# img_fetch

img_fetch, met1 routing:
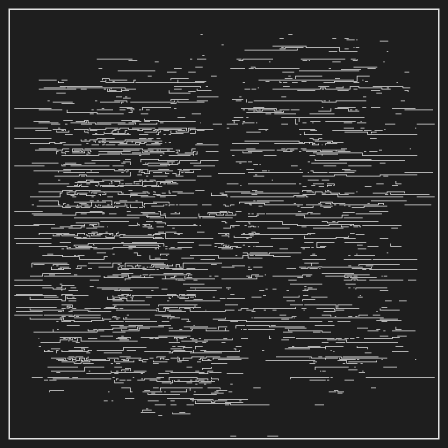
### config.mk
export PLATFORM = sky130hd
export DESIGN_NAME = img_fetch
export DESIGN_NICKNAME = d
export VERILOG_FILES = /design/src/rtl/img_fetch.sv
export SDC_FILE = /design/constraint.sdc
export NUM_CORES = 1
export LEC_CHECK = 0
export CAP_MARGIN = 20
export CORE_MARGIN = 5
export CORE_UTILIZATION = 55
export DETAILED_ROUTE_END_ITERATION = 10
export PLACE_DENSITY = 0.9
export SLEW_MARGIN = 20
export SYNTH_ARGS = -nofsm -noshare
export SYNTH_HDL_FRONTEND = slang
export SYNTH_SLANG_ARGS = --single-unit
### constraint.sdc
create_clock -name clk -period 2.8 [get_ports clk]
set_input_delay 0.28 -clock clk [delete_from_list [all_inputs] [get_ports clk]]
set_output_delay 0.28 -clock clk [all_outputs]
set_load 0.01 [all_outputs]
### src/rtl/img_fetch.sv
`default_nettype none
// ============================================================================
//  Module      : img_fetch
//  Description : Raster-order image ROM reader. Walks CH x WIN x WIN words,
//                absorbs the ROM's one-cycle read latency, and presents
//                pixels on a valid/ready stream with ch/row/col tags.
//  Revision    : 1.0 - initial release
// ============================================================================
module img_fetch #(
    parameter int WIDTH = 16,
    parameter int CH    = 3,
    parameter int ADDR  = 18,
    parameter int WIN   = 256,
    localparam int CHW  = (CH  > 1) ? $clog2(CH)  : 1,
    localparam int RCW  = (WIN > 1) ? $clog2(WIN) : 1
) (
    input  logic             clk,
    input  logic             rst,
    input  logic             start,
    output logic [ADDR-1:0]  rom_addr,
    input  logic [WIDTH-1:0] rom_data,
    output logic [WIDTH-1:0] pix_data,
    output logic             pix_valid,
    input  logic             pix_ready,
    output logic [CHW-1:0]   pix_ch,
    output logic [RCW-1:0]   pix_row,
    output logic [RCW-1:0]   pix_col,
    output logic             pix_last,
    output logic             busy,
    output logic             done
);

    localparam int              TOTAL     = CH * WIN * WIN;
    localparam logic [ADDR-1:0] LAST_ADDR = ADDR'(TOTAL - 1);
    localparam logic [CHW-1:0]  CH_MAX    = CHW'(CH - 1);
    localparam logic [RCW-1:0]  RC_MAX    = RCW'(WIN - 1);

    typedef enum logic [1:0] {
        S_IDLE  = 2'd0,
        S_FETCH = 2'd1,
        S_DRAIN = 2'd2
    } state_t;

    state_t           state_q;
    logic [ADDR-1:0]  iss_q;        // next address to issue
    logic [ADDR-1:0]  rom_addr_q;
    logic             busy_q;
    logic             done_q;

    logic             tag1_q;       // read issued last cycle
    logic             tag2_q;       // ROM data for that read is on rom_data now

    logic [WIDTH-1:0] mem_q [4];
    logic [1:0]       wr_q;
    logic [1:0]       rd_q;
    logic [2:0]       occ_q;

    logic [CHW-1:0]   ch_q;
    logic [RCW-1:0]   row_q;
    logic [RCW-1:0]   col_q;

    logic [2:0]       credit_used;
    logic             kick;
    logic             issue;
    logic             launch;
    logic             push;
    logic             pop;
    logic             last_xfer;

    // Buffered plus in-flight words may never exceed the 4-entry FIFO, so
    // every issued read is guaranteed a slot when its data returns.
    assign credit_used = occ_q + {2'b00, tag1_q} + {2'b00, tag2_q};
    assign kick        = (state_q == S_IDLE) && start;
    assign issue       = (state_q == S_FETCH) && (credit_used < 3'd4);
    assign launch      = kick || issue;
    assign push        = tag2_q;
    assign pop         = pix_valid && pix_ready;
    assign last_xfer   = pop && pix_last;

    // Frame sequencer: address issue, busy/done and state transitions.
    // The start cycle itself issues address 0 so the first pixel appears
    // three cycles after start; the issue counter therefore resumes at 1.
    always_ff @(posedge clk) begin
        if (rst) begin
            state_q    <= S_IDLE;
            iss_q      <= '0;
            rom_addr_q <= '0;
            busy_q     <= 1'b0;
            done_q     <= 1'b0;
        end else begin
            done_q <= 1'b0;
            case (state_q)
                S_IDLE: begin
                    if (start) begin
                        rom_addr_q <= '0;
                        iss_q      <= ADDR'(1);
                        busy_q     <= 1'b1;
                        state_q    <= (LAST_ADDR == '0) ? S_DRAIN : S_FETCH;
                    end
                end
                S_FETCH: begin
                    if (issue) begin
                        rom_addr_q <= iss_q;
                        iss_q      <= iss_q + ADDR'(1);
                        if (iss_q == LAST_ADDR) begin
                            state_q <= S_DRAIN;
                        end
                    end
                end
                S_DRAIN: begin
                    if (last_xfer) begin
                        state_q <= S_IDLE;
                        busy_q  <= 1'b0;
                        done_q  <= 1'b1;
                    end
                end
                default: state_q <= S_IDLE;
            endcase
        end
    end

    // Read-latency tag pipeline and 4-deep pixel FIFO.
    always_ff @(posedge clk) begin
        if (rst) begin
            for (int i = 0; i < 4; i++) begin
                mem_q[i] <= '0;
            end
            wr_q   <= 2'd0;
            rd_q   <= 2'd0;
            occ_q  <= 3'd0;
            tag1_q <= 1'b0;
            tag2_q <= 1'b0;
        end else begin
            tag1_q <= launch;
            tag2_q <= tag1_q;
            if (push) begin
                mem_q[wr_q] <= rom_data;
                wr_q        <= wr_q + 2'd1;
            end
            if (pop) begin
                rd_q <= rd_q + 2'd1;
            end
            case ({push, pop})
                2'b10:   occ_q <= occ_q + 3'd1;
                2'b01:   occ_q <= occ_q - 3'd1;
                default: occ_q <= occ_q;
            endcase
        end
    end

    // Output coordinate tags, stepped once per accepted pixel in raster order.
    always_ff @(posedge clk) begin
        if (rst) begin
            ch_q  <= '0;
            row_q <= '0;
            col_q <= '0;
        end else if (pop) begin
            if (col_q == RC_MAX) begin
                col_q <= '0;
                if (row_q == RC_MAX) begin
                    row_q <= '0;
                    ch_q  <= (ch_q == CH_MAX) ? '0 : ch_q + 1'b1;
                end else begin
                    row_q <= row_q + 1'b1;
                end
            end else begin
                col_q <= col_q + 1'b1;
            end
        end
    end

    assign rom_addr  = rom_addr_q;
    assign pix_valid = (occ_q != 3'd0);
    assign pix_data  = mem_q[rd_q];
    assign pix_ch    = ch_q;
    assign pix_row   = row_q;
    assign pix_col   = col_q;
    assign pix_last  = pix_valid && (ch_q == CH_MAX) && (row_q == RC_MAX)
                       && (col_q == RC_MAX);
    assign busy      = busy_q;
    assign done      = done_q;

endmodule
`default_nettype wire

==> GITHUB_STEP_SUMMARY <==
## Implementation flow summary

| Metric | Value |
|---|---|
| Ao+oa area frac | `around 8.4%` |
| # fillers | `a little over 700` |
| Cells after Synth | `just under 500` |
| Initial antenna violation count | `0` |
| GRT Overall Usage | `between 20% and 30%` |
| Drt pass-1 iters | `5` |
| Status | `completed` |
| Final Setup Violations | `0` |
| Hold path start | `rom_addr[9]$_SDFFE_PP0P_` |
| Internal power | `just under 4 mW` |
| Max-Cap Viols | `0` |
| Pre-Place Util | `between 50 and 60%` |
| Highest-power group | `the clock network` |
| Max FO, Critical Path | `6` |
| Met1 WL | `between 5000 and 6000 µm` |
| Dominant flop cell | `dfxtp_1` |
| Clk latency of the worst-skew pair | `about 500 ps` |
| Height of the die | `roughly 110 µm` |
| Finished Core Util | `around 71%` |
| Gpl congestion | `0.881` |
| Post-route DRC | `0` |
| DRT iter0 DRCs | `approximately 250` |
| FP Rows | `37` |
| Critical path class | `flop to output port` |
| CP required | `around 2500 ps` |
| Post-synth top area cell | `edfxtp_1` |
| Hold-fix buffers at CTS | `0` |
| Xor/xnor share of the synthesized area | `under 10%` |
| Clock Power | `about 2.2 mW` |
| Multiplexer share of the synthesized area | `7.04%` |
| #FFs+latches synth | `133` |
| Synth warn | `0` |
| Worst-path clk slew | `about 60 ps` |
## Picture notes: 'met1 routing' of img_fetch
main direction: horizontal
longest straight run: 24.8 µm
Via Count: 4154
grt met1 use: 25.2%
WL final: 12800 µm

[worst max path at each step]
stage / start / to / slack, ps / cells after the start
after CTS: pix_row[0]$_SDFFE_PP0P_ / pix_last / 70 / 6
after global placement: pix_ready / occ_q[2]$_SDFFE_PP0P_ / 500 / 9
after floorplan: push$_SDFF_PP0_ / mem_q[1][0]$_SDFFCE_PN0P_ / 520 / 3
after detailed placement: pix_ready / occ_q[2]$_SDFFE_PP0P_ / 380 / 9
final: pix_row[0]$_SDFFE_PP0P_ / pix_last / 170 / 6
after global routing: pix_row[0]$_SDFFE_PP0P_ / pix_last / 40 / 6
[layout make-up]
type	count	area, µm²	area share [%]
sequential	133	3310	45.5
multi-input combinational	319	2280	31.5
timing repair buffer	88	848	11.7
clock buffer	22	497	6.84
tap	136	170	2.34
clock inverter	10	118	1.62
inverter	10	37.5	0.517
[registers in the layout, indices dropped and copies added (netlist names), named ones only]
name and count:
occ_q 3, rd_q 2, pix_ch 2, iss_q 18, pix_row 8, mem_q 64, tag1_q 1, state_q 2
rom_addr 18, pix_col 8, busy 1, push 1, wr_q 2, done 1

# lsu

lsu, the clock network:
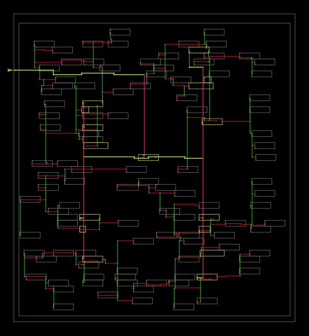
--- src/rtl/lsu_pkg.sv ---
// Shared definitions for the load/store unit.
// Holds the data width, the funct3 access-size codes, the FSM state
// encoding and small decode helpers used by lsu and lsu_format.
package lsu_pkg;

  localparam int DATAWIDTH = 32;

  localparam logic [2:0] F3_B  = 3'b000;
  localparam logic [2:0] F3_H  = 3'b001;
  localparam logic [2:0] F3_W  = 3'b010;
  localparam logic [2:0] F3_BU = 3'b100;
  localparam logic [2:0] F3_HU = 3'b101;

  typedef enum logic [1:0] {
    ST_IDLE = 2'd0,
    ST_BUSY = 2'd1,
    ST_RESP = 2'd2
  } lsu_state_e;

  typedef enum logic [1:0] {
    SZ_B = 2'd0,
    SZ_H = 2'd1,
    SZ_W = 2'd2
  } lsu_size_e;

  // Any code outside the five listed ones behaves as a word access.
  // Store codes 100/101 land on B/H, so funct3[2] never matters for stores.
  function automatic lsu_size_e f3_size(input logic [2:0] f3);
    lsu_size_e sz;
    case (f3)
      F3_B, F3_BU: sz = SZ_B;
      F3_H, F3_HU: sz = SZ_H;
      F3_W:        sz = SZ_W;
      default:     sz = SZ_W;
    endcase
    return sz;
  endfunction

  function automatic logic is_misaligned(input logic [2:0] f3, input logic [1:0] a);
    logic mis;
    case (f3_size(f3))
      SZ_H:    mis = a[0];
      SZ_W:    mis = (a != 2'b00);
      default: mis = 1'b0;
    endcase
    return mis;
  endfunction

endpackage

--- src/rtl/lsu_format.sv ---
// Combinational lane formatting for the load/store unit.
// Ports:
//   addr_lo_i  byte offset within the word
//   funct3_i   access size / signedness code
//   wdata_i    store data as presented by the core (rs2)
//   rdata_i    read word returned by memory
//   be_o       byte enables for the access
//   wdata_o    store data replicated into every candidate lane
//   load_o     selected and sign/zero-extended load result
module lsu_format
  import lsu_pkg::*;
(
  input  logic [1:0]           addr_lo_i,
  input  logic [2:0]           funct3_i,
  input  logic [DATAWIDTH-1:0] wdata_i,
  input  logic [DATAWIDTH-1:0] rdata_i,
  output logic [3:0]           be_o,
  output logic [DATAWIDTH-1:0] wdata_o,
  output logic [DATAWIDTH-1:0] load_o
);

  logic [7:0]  byte_sel;
  logic [15:0] half_sel;
  logic        sext;

  always_comb begin
    byte_sel = rdata_i[{addr_lo_i, 3'b000} +: 8];
    half_sel = addr_lo_i[1] ? rdata_i[31:16] : rdata_i[15:0];
    // Unsigned variants carry funct3[2]=1; W ignores this entirely.
    sext     = ~funct3_i[2];
    be_o     = 4'b1111;
    wdata_o  = wdata_i;
    load_o   = rdata_i;
    case (f3_size(funct3_i))
      SZ_B: begin
        be_o    = 4'b0001 << addr_lo_i;
        wdata_o = {4{wdata_i[7:0]}};
        load_o  = {{24{byte_sel[7] & sext}}, byte_sel};
      end
      SZ_H: begin
        be_o    = 4'b0011 << {addr_lo_i[1], 1'b0};
        wdata_o = {2{wdata_i[15:0]}};
        load_o  = {{16{half_sel[15] & sext}}, half_sel};
      end
      default: ;
    endcase
  end

endmodule

--- src/rtl/lsu.sv ---
// Load/store unit: accepts one access from the execute stage, issues a
// single held memory request, and returns a one-cycle completion pulse.
// Ports:
//   clk, rst                    clock, async active-high reset
//   lsu_valid/we/funct3/addr/wdata   access from execute stage
//   lsu_stall                   hold pipeline while access is outstanding
//   lsu_done/rdata/misalign     completion pulse, load result, misalign flag
//   mem_req/we/addr/be/wdata    memory request (word address)
//   mem_ack/rdata               memory completion and read data
module lsu
  import lsu_pkg::*;
(
  input  logic                 clk,
  input  logic                 rst,
  input  logic                 lsu_valid,
  input  logic                 lsu_we,
  input  logic [2:0]           lsu_funct3,
  input  logic [DATAWIDTH-1:0] lsu_addr,
  input  logic [DATAWIDTH-1:0] lsu_wdata,
  output logic                 lsu_stall,
  output logic                 lsu_done,
  output logic [DATAWIDTH-1:0] lsu_rdata,
  output logic                 lsu_misalign,
  output logic                 mem_req,
  output logic                 mem_we,
  output logic [DATAWIDTH-1:0] mem_addr,
  output logic [3:0]           mem_be,
  output logic [DATAWIDTH-1:0] mem_wdata,
  input  logic                 mem_ack,
  input  logic [DATAWIDTH-1:0] mem_rdata
);

  lsu_state_e           state_q;
  logic [DATAWIDTH-1:0] addr_q;
  logic [2:0]           funct3_q;
  logic                 we_q;
  logic [DATAWIDTH-1:0] wdata_q;
  logic                 misalign_q;
  logic [DATAWIDTH-1:0] rdata_q;

  logic [3:0]           fmt_be;
  logic [DATAWIDTH-1:0] fmt_wdata;
  logic [DATAWIDTH-1:0] fmt_load;

  // Formatting works only from latched fields, so input changes after
  // acceptance cannot disturb the outstanding request.
  lsu_format u_format (
    .addr_lo_i (addr_q[1:0]),
    .funct3_i  (funct3_q),
    .wdata_i   (wdata_q),
    .rdata_i   (mem_rdata),
    .be_o      (fmt_be),
    .wdata_o   (fmt_wdata),
    .load_o    (fmt_load)
  );

  always_ff @(posedge clk or posedge rst) begin
    if (rst) begin
      state_q    <= ST_IDLE;
      addr_q     <= '0;
      funct3_q   <= '0;
      we_q       <= 1'b0;
      wdata_q    <= '0;
      misalign_q <= 1'b0;
      rdata_q    <= '0;
    end else begin
      case (state_q)
        ST_IDLE: begin
          if (lsu_valid) begin
            rdata_q <= '0;
            if (is_misaligned(lsu_funct3, lsu_addr[1:0])) begin
              misalign_q <= 1'b1;
              state_q    <= ST_RESP;
            end else begin
              misalign_q <= 1'b0;
              addr_q     <= lsu_addr;
              funct3_q   <= lsu_funct3;
              we_q       <= lsu_we;
              wdata_q    <= lsu_wdata;
              state_q    <= ST_BUSY;
            end
          end
        end
        ST_BUSY: begin
          if (mem_ack) begin
            rdata_q <= we_q ? '0 : fmt_load;
            state_q <= ST_RESP;
          end
        end
        ST_RESP: state_q <= ST_IDLE;
        default: state_q <= ST_IDLE;
      endcase
    end
  end

  // Outputs decode straight from registers so reset removes the request
  // without waiting for a clock edge.
  assign mem_req      = (state_q == ST_BUSY);
  assign mem_we       = mem_req & we_q;
  assign mem_be       = mem_req ? fmt_be : 4'b0000;
  assign mem_addr     = {addr_q[DATAWIDTH-1:2], 2'b00};
  assign mem_wdata    = fmt_wdata;
  assign lsu_done     = (state_q == ST_RESP);
  assign lsu_misalign = lsu_done & misalign_q;
  assign lsu_rdata    = rdata_q;
  assign lsu_stall    = ((state_q == ST_IDLE) & lsu_valid) | mem_req;

endmodule

--- config.mk ---
export PLATFORM = sky130hd
export DESIGN_NAME = lsu
export DESIGN_NICKNAME = d
export VERILOG_FILES = /design/src/rtl/lsu_pkg.sv /design/src/rtl/lsu_format.sv /design/src/rtl/lsu.sv
export SDC_FILE = /design/constraint.sdc
export NUM_CORES = 1
export LEC_CHECK = 0
export CAP_MARGIN = 20
export CELL_PAD_IN_SITES_DETAIL_PLACEMENT = 1
export CELL_PAD_IN_SITES_GLOBAL_PLACEMENT = 1
export CORE_ASPECT_RATIO = 1.1
export CORE_MARGIN = 2
export CORE_UTILIZATION = 35
export DETAILED_ROUTE_END_ITERATION = 12
export HOLD_SLACK_MARGIN = 0.08
export PLACE_DENSITY = 0.86
export RECOVER_POWER = 25
export SLEW_MARGIN = 20
export SYNTH_ARGS = -nofsm -noshare
export SYNTH_HDL_FRONTEND = slang
export SYNTH_HIERARCHICAL = 1
export SYNTH_SLANG_ARGS = --single-unit
--- constraint.sdc ---
create_clock -name clk -period 4.4 [get_ports clk]
set_clock_uncertainty 0.05 [all_clocks]
set_input_delay 0.88 -clock clk [delete_from_list [all_inputs] [get_ports clk]]
set_output_delay 0.88 -clock clk [all_outputs]
set_load 0.02 [all_outputs]
==> GITHUB_STEP_SUMMARY <==
## Implementation flow summary

| Metric | Value |
|---|---|
| Status | `finished with violations` |
| Failing checks | `capacitance limit, slew limit` |
| Switch share | `36.2%` |
| Max Slew Vio Count | `a little over 80` |
| FF-to-FF Start | `state_q[1]$_DFFE_PP0P_` |
| Hold Crit Class | `flop to flop` |
| WL final | `around 18000 µm` |
| Die area | `17900 µm²` |
| Hold path start | `misalign_q$_DFFE_PP0P_` |
| Cell area after layout | `roughly 8000 µm²` |
| Max FO, Critical Path | `30` |
| Comb power | `~2.2 mW` |
| Synth warn | `6` |
| Worst-margin pin slew | `~1800 ps` |
| Worst EP arrival | `2670 ps` |
| Synth top cells by count | `103 x dfrtp_1, 48 x nand2_1, 45 x mux2_4, 44 x o21ai_0, 40 x buf_4` |
| Final std cells w/o fill | `between 800 and 900` |
| #FFs+latches synth | `between 100 and 150` |
| EDFF count, synth | `0` |
| Vias in the first global route | `between 5000 and 6000` |
| Area Growth Syn to Fin | `37.3%` |
| Largest cells by area | `dfrtp_1 44%, mux2_4 11%, mux2_2 7.2%` |
| Internal power | `about 2.9 mW` |
| Post_cts resized | `0` |
| Highest-power group | `combinational logic` |
| Post-synth cell types | `between 40 and 50` |
| R2R depth | `5` |
| Setup crit start kind | `flop` |
| Yosys cell count | `around 530` |
| GR Util met2 | `between 30% and 40%` |
| GRT overflow | `0` |
| Clock sink count | `103` |
| Worst vdd ir | `between 0.3 and 0.4 mV` |
| Height of the die | `approximately 140 µm` |
| GR peak layer | `met2` |
| DRT iter0 DRCs | `153` |
| Post-synth top area cell | `dfrtp_1` |
| Grt met1 use | `23.7%` |
| Hold Path Sink | `misalign_q$_DFFE_PP0P_` |
| Dpl cells | `approximately 860` |
| Max-Cap Viols | `1` |
| Final worst slack | `approximately 800 ps` |
| Total design power | `~4.6 mW` |
| GRT Overall Usage | `19.9%` |
Notes on 'the clock network' of lsu above:
Num CTS Buffers: 9
clk latency of the worst-skew pair: 360 ps
Clock Power: 0.960 mW

-- kinds of logic after synthesis --
family          count (synthesis)  share of synthesized area (%)
mux                           100                           21.6
compound gates                132                           15.8
other cells                     1                         0.0635
buf+inv                        94                           10.3
simple gates                  103                           8.67
flops                         103                           43.7
-- worst max path at each step --
stage	cells past startpoint	endpoint	from	slack, ps
finish	3	mem_wdata[10]	funct3_q[1]$_DFFE_PP0P_	800
global route	4	mem_be[0]	addr_q[1]$_DFFE_PP0P_	690
CTS	3	mem_wdata[10]	funct3_q[1]$_DFFE_PP0P_	780
detailed placement	4	wdata_q[4]$_DFFE_PP0P_	lsu_valid	1050
global placement	4	wdata_q[18]$_DFFE_PP0P_	lsu_valid	1130
floorplan	1	addr_q[0]$_DFFE_PP0P_	rst	770
-- layout make-up --
cell class	instances	area, µm²
clock inverters	6	115
inverters	7	30.0
diodes	1	2.50
flip-flops and latches	103	2580
repair buffers	214	2140
well taps	204	255
clock buffers	10	239
fillers	1757	8330
multi-input cells	337	2740
-- state kept, by name (all words and copies together) (netlist names) --
| name | cells |
|---|---|
| funct3_q | 3 |
| state_q | 2 |
| wdata_q | 32 |
| misalign_q | 1 |
| we_q | 1 |
| lsu_rdata | 32 |
| addr_q | 32 |

# unified_mem_arbiter_flat

unified_mem_arbiter_flat, the clock network:
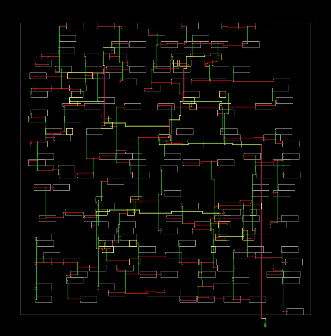
unified_mem_arbiter_flat, met2 routing:
Cells faint in the background.
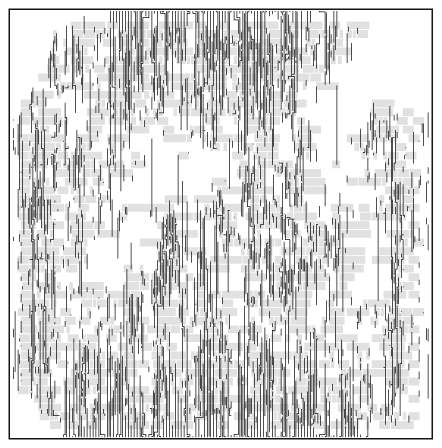
===== config.mk =====
export PLATFORM = sky130hd
export DESIGN_NAME = unified_mem_arbiter_flat
export DESIGN_NICKNAME = d
export VERILOG_FILES = /design/src/rtl/unified_mem_arbiter_if.sv /design/src/rtl/unified_mem_arbiter.sv /design/src/flat_wrapper.sv
export SDC_FILE = /design/constraint.sdc
export NUM_CORES = 1
export LEC_CHECK = 0
export CAP_MARGIN = 25
export CORE_AREA = 2 2 130 132
export CTS_BUF_LIST = sky130_fd_sc_hd__clkbuf_4 sky130_fd_sc_hd__clkbuf_8
export DETAILED_ROUTE_END_ITERATION = 8
export DIE_AREA = 0 0 132 134
export PLACE_DENSITY = 0.75
export SLEW_MARGIN = 0
export SYNTH_ARGS = -nofsm -noshare
export SYNTH_HDL_FRONTEND = slang
export SYNTH_SLANG_ARGS = --single-unit

===== constraint.sdc =====
create_clock -name clk -period 2.47 [get_ports clk]
set_clock_uncertainty 0.1 [all_clocks]
set_input_delay 0.3705 -clock clk [delete_from_list [all_inputs] [get_ports clk]]
set_output_delay 0.3705 -clock clk [all_outputs]
set_load 0.005 [all_outputs]

===== src/rtl/unified_mem_arbiter_if.sv =====
// Bundle of the fetch port, data port and backing-memory bus seen by the arbiter.
// The arbiter takes the slave view; the core/memory environment takes the master view.
interface unified_mem_arbiter_if;
    // Instruction-fetch requester
    logic        i_req;
    logic [31:0] i_addr;
    logic        i_ready;
    logic        i_err;
    logic [31:0] i_rdata;
    // Data-access requester
    logic        d_req;
    logic        d_we;
    logic [2:0]  d_type;
    logic [31:0] d_addr;
    logic [31:0] d_wdata;
    logic        d_ready;
    logic        d_err;
    logic [31:0] d_rdata;
    // Backing memory
    logic        mem_req;
    logic        mem_we;
    logic [2:0]  mem_type;
    logic [31:0] mem_addr;
    logic [31:0] mem_wdata;
    logic        mem_ack;
    logic [31:0] mem_rdata;

    modport slave (
        input  i_req, i_addr,
        output i_ready, i_err, i_rdata,
        input  d_req, d_we, d_type, d_addr, d_wdata,
        output d_ready, d_err, d_rdata,
        output mem_req, mem_we, mem_type, mem_addr, mem_wdata,
        input  mem_ack, mem_rdata
    );

    modport master (
        output i_req, i_addr,
        input  i_ready, i_err, i_rdata,
        output d_req, d_we, d_type, d_addr, d_wdata,
        input  d_ready, d_err, d_rdata,
        input  mem_req, mem_we, mem_type, mem_addr, mem_wdata,
        output mem_ack, mem_rdata
    );
endinterface


===== src/rtl/unified_mem_arbiter.sv =====
// Shares one single-ported, variable-latency memory between the fetch and data ports.
// Data wins ties, but after D_MAX_CONSEC back-to-back data grants with a fetch waiting
// the fetch is served. A watchdog aborts transactions that never see mem_ack.
module unified_mem_arbiter #(
    parameter int unsigned D_MAX_CONSEC   = 4,
    parameter int unsigned TIMEOUT_CYCLES = 255,
    parameter logic [2:0]  FETCH_TYPE     = 3'b010
) (
    input logic                  clk,
    input logic                  rst,
    unified_mem_arbiter_if.slave bus_io
);

    typedef enum logic [2:0] {
        StIdle,
        StBusyI,
        StBusyD,
        StRespI,
        StRespD
    } state_e;

    state_e      state_q;
    logic [7:0]  consec_q;
    logic [15:0] wdog_q;

    logic        d_grant;
    logic [7:0]  consec_inc;
    logic        wdog_expired;

    // Grant qualification, saturating streak increment and watchdog limit detect.
    always_comb begin
        d_grant      = bus_io.d_req &&
                       (!bus_io.i_req || (32'(consec_q) < D_MAX_CONSEC));
        consec_inc   = (consec_q == 8'hFF) ? consec_q : consec_q + 8'd1;
        // Expires on the BUSY cycle that would bring the count up to the limit.
        wdog_expired = ((32'(wdog_q) + 32'd1) >= TIMEOUT_CYCLES);
    end

    // Arbiter FSM; every output is a register updated here.
    always_ff @(posedge clk) begin
        if (rst) begin
            state_q          <= StIdle;
            consec_q         <= '0;
            wdog_q           <= '0;
            bus_io.mem_req   <= 1'b0;
            bus_io.mem_we    <= 1'b0;
            bus_io.mem_type  <= '0;
            bus_io.mem_addr  <= '0;
            bus_io.mem_wdata <= '0;
            bus_io.i_ready   <= 1'b0;
            bus_io.i_err     <= 1'b0;
            bus_io.i_rdata   <= '0;
            bus_io.d_ready   <= 1'b0;
            bus_io.d_err     <= 1'b0;
            bus_io.d_rdata   <= '0;
        end else begin
            unique case (state_q)
                StIdle: begin
                    if (d_grant) begin
                        state_q          <= StBusyD;
                        // Streak only counts while a fetch is actually waiting.
                        consec_q         <= bus_io.i_req ? consec_inc : 8'd0;
                        bus_io.mem_req   <= 1'b1;
                        bus_io.mem_we    <= bus_io.d_we;
                        bus_io.mem_type  <= bus_io.d_type;
                        bus_io.mem_addr  <= bus_io.d_addr;
                        bus_io.mem_wdata <= bus_io.d_wdata;
                    end else if (bus_io.i_req) begin
                        state_q         <= StBusyI;
                        consec_q        <= '0;
                        bus_io.mem_req  <= 1'b1;
                        bus_io.mem_we   <= 1'b0;
                        bus_io.mem_type <= FETCH_TYPE;
                        bus_io.mem_addr <= bus_io.i_addr;
                    end
                end
                StBusyI, StBusyD: begin
                    if (bus_io.mem_ack) begin
                        bus_io.mem_req <= 1'b0;
                        wdog_q         <= '0;
                        if (state_q == StBusyI) begin
                            state_q        <= StRespI;
                            bus_io.i_ready <= 1'b1;
                            bus_io.i_rdata <= bus_io.mem_rdata;
                        end else begin
                            state_q        <= StRespD;
                            bus_io.d_ready <= 1'b1;
                            if (!bus_io.mem_we) begin
                                bus_io.d_rdata <= bus_io.mem_rdata;
                            end
                        end
                    end else if (wdog_expired) begin
                        // Abort: complete with error, read data left untouched.
                        bus_io.mem_req <= 1'b0;
                        wdog_q         <= '0;
                        if (state_q == StBusyI) begin
                            state_q        <= StRespI;
                            bus_io.i_ready <= 1'b1;
                            bus_io.i_err   <= 1'b1;
                        end else begin
                            state_q        <= StRespD;
                            bus_io.d_ready <= 1'b1;
                            bus_io.d_err   <= 1'b1;
                        end
                    end else begin
                        wdog_q <= wdog_q + 16'd1;
                    end
                end
                StRespI, StRespD: begin
                    // No grant here: the finishing requester still holds req this cycle.
                    state_q        <= StIdle;
                    bus_io.i_ready <= 1'b0;
                    bus_io.i_err   <= 1'b0;
                    bus_io.d_ready <= 1'b0;
                    bus_io.d_err   <= 1'b0;
                end
                default: begin
                    state_q <= StIdle;
                end
            endcase
        end
    end

endmodule


===== src/flat_wrapper.sv =====
// flat-port wrapper written by rule: the top's interface ports become plain ports
module unified_mem_arbiter_flat 
#(
    parameter int unsigned D_MAX_CONSEC   = 4,
    parameter int unsigned TIMEOUT_CYCLES = 255,
    parameter logic [2:0]  FETCH_TYPE     = 3'b010
)
  (clk, rst, bus_io_i_req, bus_io_i_addr, bus_io_i_ready, bus_io_i_err, bus_io_i_rdata, bus_io_d_req, bus_io_d_we, bus_io_d_type, bus_io_d_addr, bus_io_d_wdata, bus_io_d_ready, bus_io_d_err, bus_io_d_rdata, bus_io_mem_req, bus_io_mem_we, bus_io_mem_type, bus_io_mem_addr, bus_io_mem_wdata, bus_io_mem_ack, bus_io_mem_rdata);
  unified_mem_arbiter_if bus_io_i ();
  input logic clk;
  input logic rst;
  input wire logic [$bits(bus_io_i.i_req)-1:0] bus_io_i_req;
  input wire logic [$bits(bus_io_i.i_addr)-1:0] bus_io_i_addr;
  output wire logic [$bits(bus_io_i.i_ready)-1:0] bus_io_i_ready;
  output wire logic [$bits(bus_io_i.i_err)-1:0] bus_io_i_err;
  output wire logic [$bits(bus_io_i.i_rdata)-1:0] bus_io_i_rdata;
  input wire logic [$bits(bus_io_i.d_req)-1:0] bus_io_d_req;
  input wire logic [$bits(bus_io_i.d_we)-1:0] bus_io_d_we;
  input wire logic [$bits(bus_io_i.d_type)-1:0] bus_io_d_type;
  input wire logic [$bits(bus_io_i.d_addr)-1:0] bus_io_d_addr;
  input wire logic [$bits(bus_io_i.d_wdata)-1:0] bus_io_d_wdata;
  output wire logic [$bits(bus_io_i.d_ready)-1:0] bus_io_d_ready;
  output wire logic [$bits(bus_io_i.d_err)-1:0] bus_io_d_err;
  output wire logic [$bits(bus_io_i.d_rdata)-1:0] bus_io_d_rdata;
  output wire logic [$bits(bus_io_i.mem_req)-1:0] bus_io_mem_req;
  output wire logic [$bits(bus_io_i.mem_we)-1:0] bus_io_mem_we;
  output wire logic [$bits(bus_io_i.mem_type)-1:0] bus_io_mem_type;
  output wire logic [$bits(bus_io_i.mem_addr)-1:0] bus_io_mem_addr;
  output wire logic [$bits(bus_io_i.mem_wdata)-1:0] bus_io_mem_wdata;
  input wire logic [$bits(bus_io_i.mem_ack)-1:0] bus_io_mem_ack;
  input wire logic [$bits(bus_io_i.mem_rdata)-1:0] bus_io_mem_rdata;
  assign bus_io_i.i_req = bus_io_i_req;
  assign bus_io_i.i_addr = bus_io_i_addr;
  assign bus_io_i_ready = bus_io_i.i_ready;
  assign bus_io_i_err = bus_io_i.i_err;
  assign bus_io_i_rdata = bus_io_i.i_rdata;
  assign bus_io_i.d_req = bus_io_d_req;
  assign bus_io_i.d_we = bus_io_d_we;
  assign bus_io_i.d_type = bus_io_d_type;
  assign bus_io_i.d_addr = bus_io_d_addr;
  assign bus_io_i.d_wdata = bus_io_d_wdata;
  assign bus_io_d_ready = bus_io_i.d_ready;
  assign bus_io_d_err = bus_io_i.d_err;
  assign bus_io_d_rdata = bus_io_i.d_rdata;
  assign bus_io_mem_req = bus_io_i.mem_req;
  assign bus_io_mem_we = bus_io_i.mem_we;
  assign bus_io_mem_type = bus_io_i.mem_type;
  assign bus_io_mem_addr = bus_io_i.mem_addr;
  assign bus_io_mem_wdata = bus_io_i.mem_wdata;
  assign bus_io_i.mem_ack = bus_io_mem_ack;
  assign bus_io_i.mem_rdata = bus_io_mem_rdata;
  unified_mem_arbiter #(.D_MAX_CONSEC(D_MAX_CONSEC), .TIMEOUT_CYCLES(TIMEOUT_CYCLES), .FETCH_TYPE(FETCH_TYPE)) u_core (.clk(clk), .rst(rst), .bus_io(bus_io_i));
endmodule

==> GITHUB_STEP_SUMMARY <==
## Implementation flow summary

| Metric | Value |
|---|---|
| Status | `completed` |
| Vias in the first global route | `roughly 6000` |
| Adder Area Share | `0.586%` |
| Maximum clock frequency | `between 0.4 and 0.5 GHz` |
| Yosys synthesis chip area | `~6400 µm²` |
| Basic Gates by Area | `about a quarter` |
| Total design power | `between 6 and 7 mW` |
| Pre-Place Util | `39.3%` |
| Largest cells by area | `dfxtp_1 51%, nand2_1 16%, a21oi_1 8.6%` |
| Commonest Layout Cell | `nand2_1` |
| Post-route DRC | `0` |
| DRT iter0 DRCs | `approximately 270` |
| Gpl congestion | `a little under 0.8` |
| Cells after Synth | `between 800 and 900` |
| Number of buffers added on ports | `~270` |
| Post-synth top area cell | `dfxtp_1` |
| Setup Buffers After CTS | `0` |
| CP max stage delay | `~400 ps` |
| Sequential group power | `around 3.0 mW` |
| Worst EP arrival | `approximately 2500 ps` |
| CP max stage cell | `dfxtp_1` |
| Slew headroom | `between 50% and 60%` |
| Worst vdd ir | `between 0.3 and 0.4 mV` |
| Pwr dens | `approximately 670 nW/µm²` |
| Antenna-violating nets left | `0` |
| Setup TNS | `0 ps` |
| Global-route wire length before repair | `slightly below 30000 µm` |
| Final Setup Violations | `0` |
| Finished Core Util | `about 60%` |
| Synth top cell by count | `nand2_1` |
| Seq pwr share | `a little under half` |
| Clock buffer depth | `2` |
| H-tree depth | `4` |
| Min Hold Slack | `between 300 and 400 ps` |
| Via Count | `approximately 6300` |
| Max FO, Critical Path | `11` |
| Hold Crit Class | `flop to flop` |
| Via density | `4.89` |
| Net total in the final layout | `around 1200` |
| Dpl hpwl | `12600 µm` |
| Core region area | `~16000 µm²` |
| Clock sink count | `~160` |
| Final std cells w/o fill | `approximately 1300` |
| Max Slew Vio Count | `0` |
| Final Critical Period | `about 2200 ps` |
## Picture notes: 'the clock network' of unified_mem_arbiter_flat
Seq cells: 164
Clock buffer cells: 21

## Picture notes: 'met2 routing' of unified_mem_arbiter_flat
main direction: vertical
nets with wire on the layer: 954
longest straight run: 44.7 µm
wire length on this layer: 9400 µm

## worst paths after layout
kind	from	slack [ps]	endpoint	cells past startpoint
min	u_core.bus_io.mem_wdata[24]$_SDFFE_PP0P_	350	u_core.bus_io.mem_wdata[24]$_SDFFE_PP0P_	2
max	u_core.wdog_q[1]$_SDFFE_PP0N_	230	u_core.state_q[1]$_SDFFE_PP0P_	8
min reg2reg	u_core.bus_io.mem_wdata[24]$_SDFFE_PP0P_	350	u_core.bus_io.mem_wdata[24]$_SDFFE_PP0P_	2
max reg2reg	u_core.wdog_q[1]$_SDFFE_PP0N_	230	u_core.state_q[1]$_SDFFE_PP0P_	8
## layer usage
| metal | GRT usage (%) | part of all wire [%] |
|---|---|---|
| met2 | 35.8 | 51 |
| met4 | 9.06 | 2.5 |
| met5 | 0 | 0 |
| met1 | 23.3 | 41 |
| met3 | 5.86 | 5.6 |
## area by class of cell
cell class	count	area, µm²
well taps	220	275
clock buffers	21	270
inverters	6	22.5
repair buffers	291	2930
clock inverters	11	126
fillers	1471	6540
flip-flops and latches	164	3280
multi-input cells	575	2850


==> screenshots <==
Cells by drive strength.
Plate I
Bar = 50 µm.
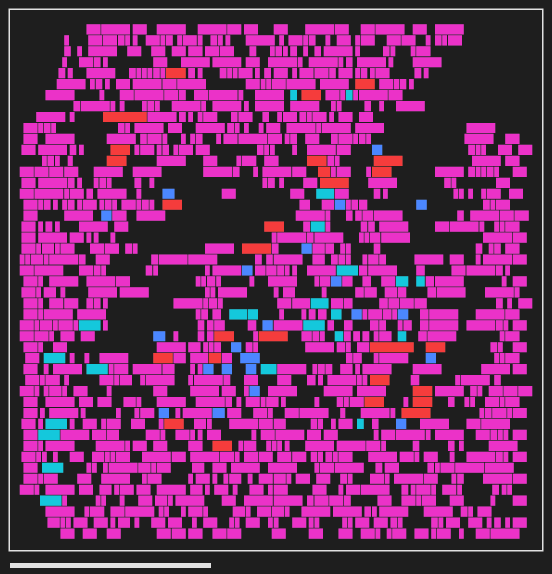
Plate II
Bar = 20 µm.
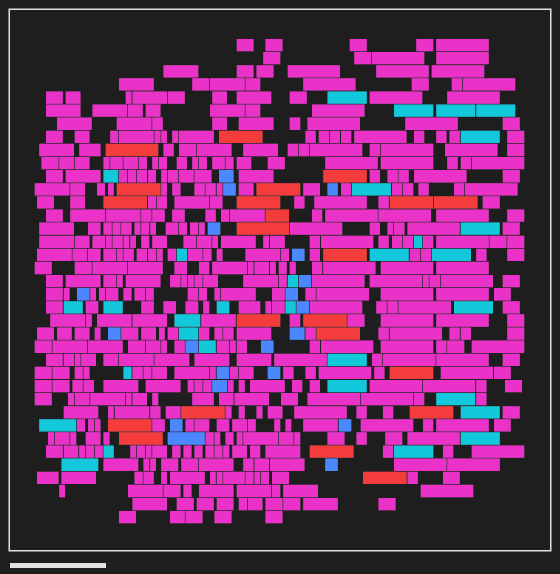
Plate III
Bar = 50 µm.
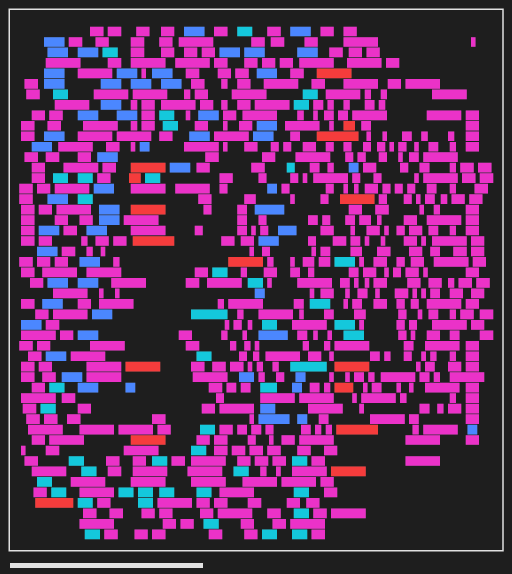
unified_mem_arbiter_flat: Plate I
img_fetch: Plate II
lsu: Plate III
The one with the most cells is Plate I.
The one with the smallest die is Plate II.

Key to Plate I:
| size | colour | cells |
|---|---|---|
| x3 and x4 | blue | 22 |
| x1 and smaller | magenta | 996 |
| x2 | cyan | 23 |
| x6 and larger | red | 27 |

Power figures rest on the tool's default switching activity, not on a simulated workload.
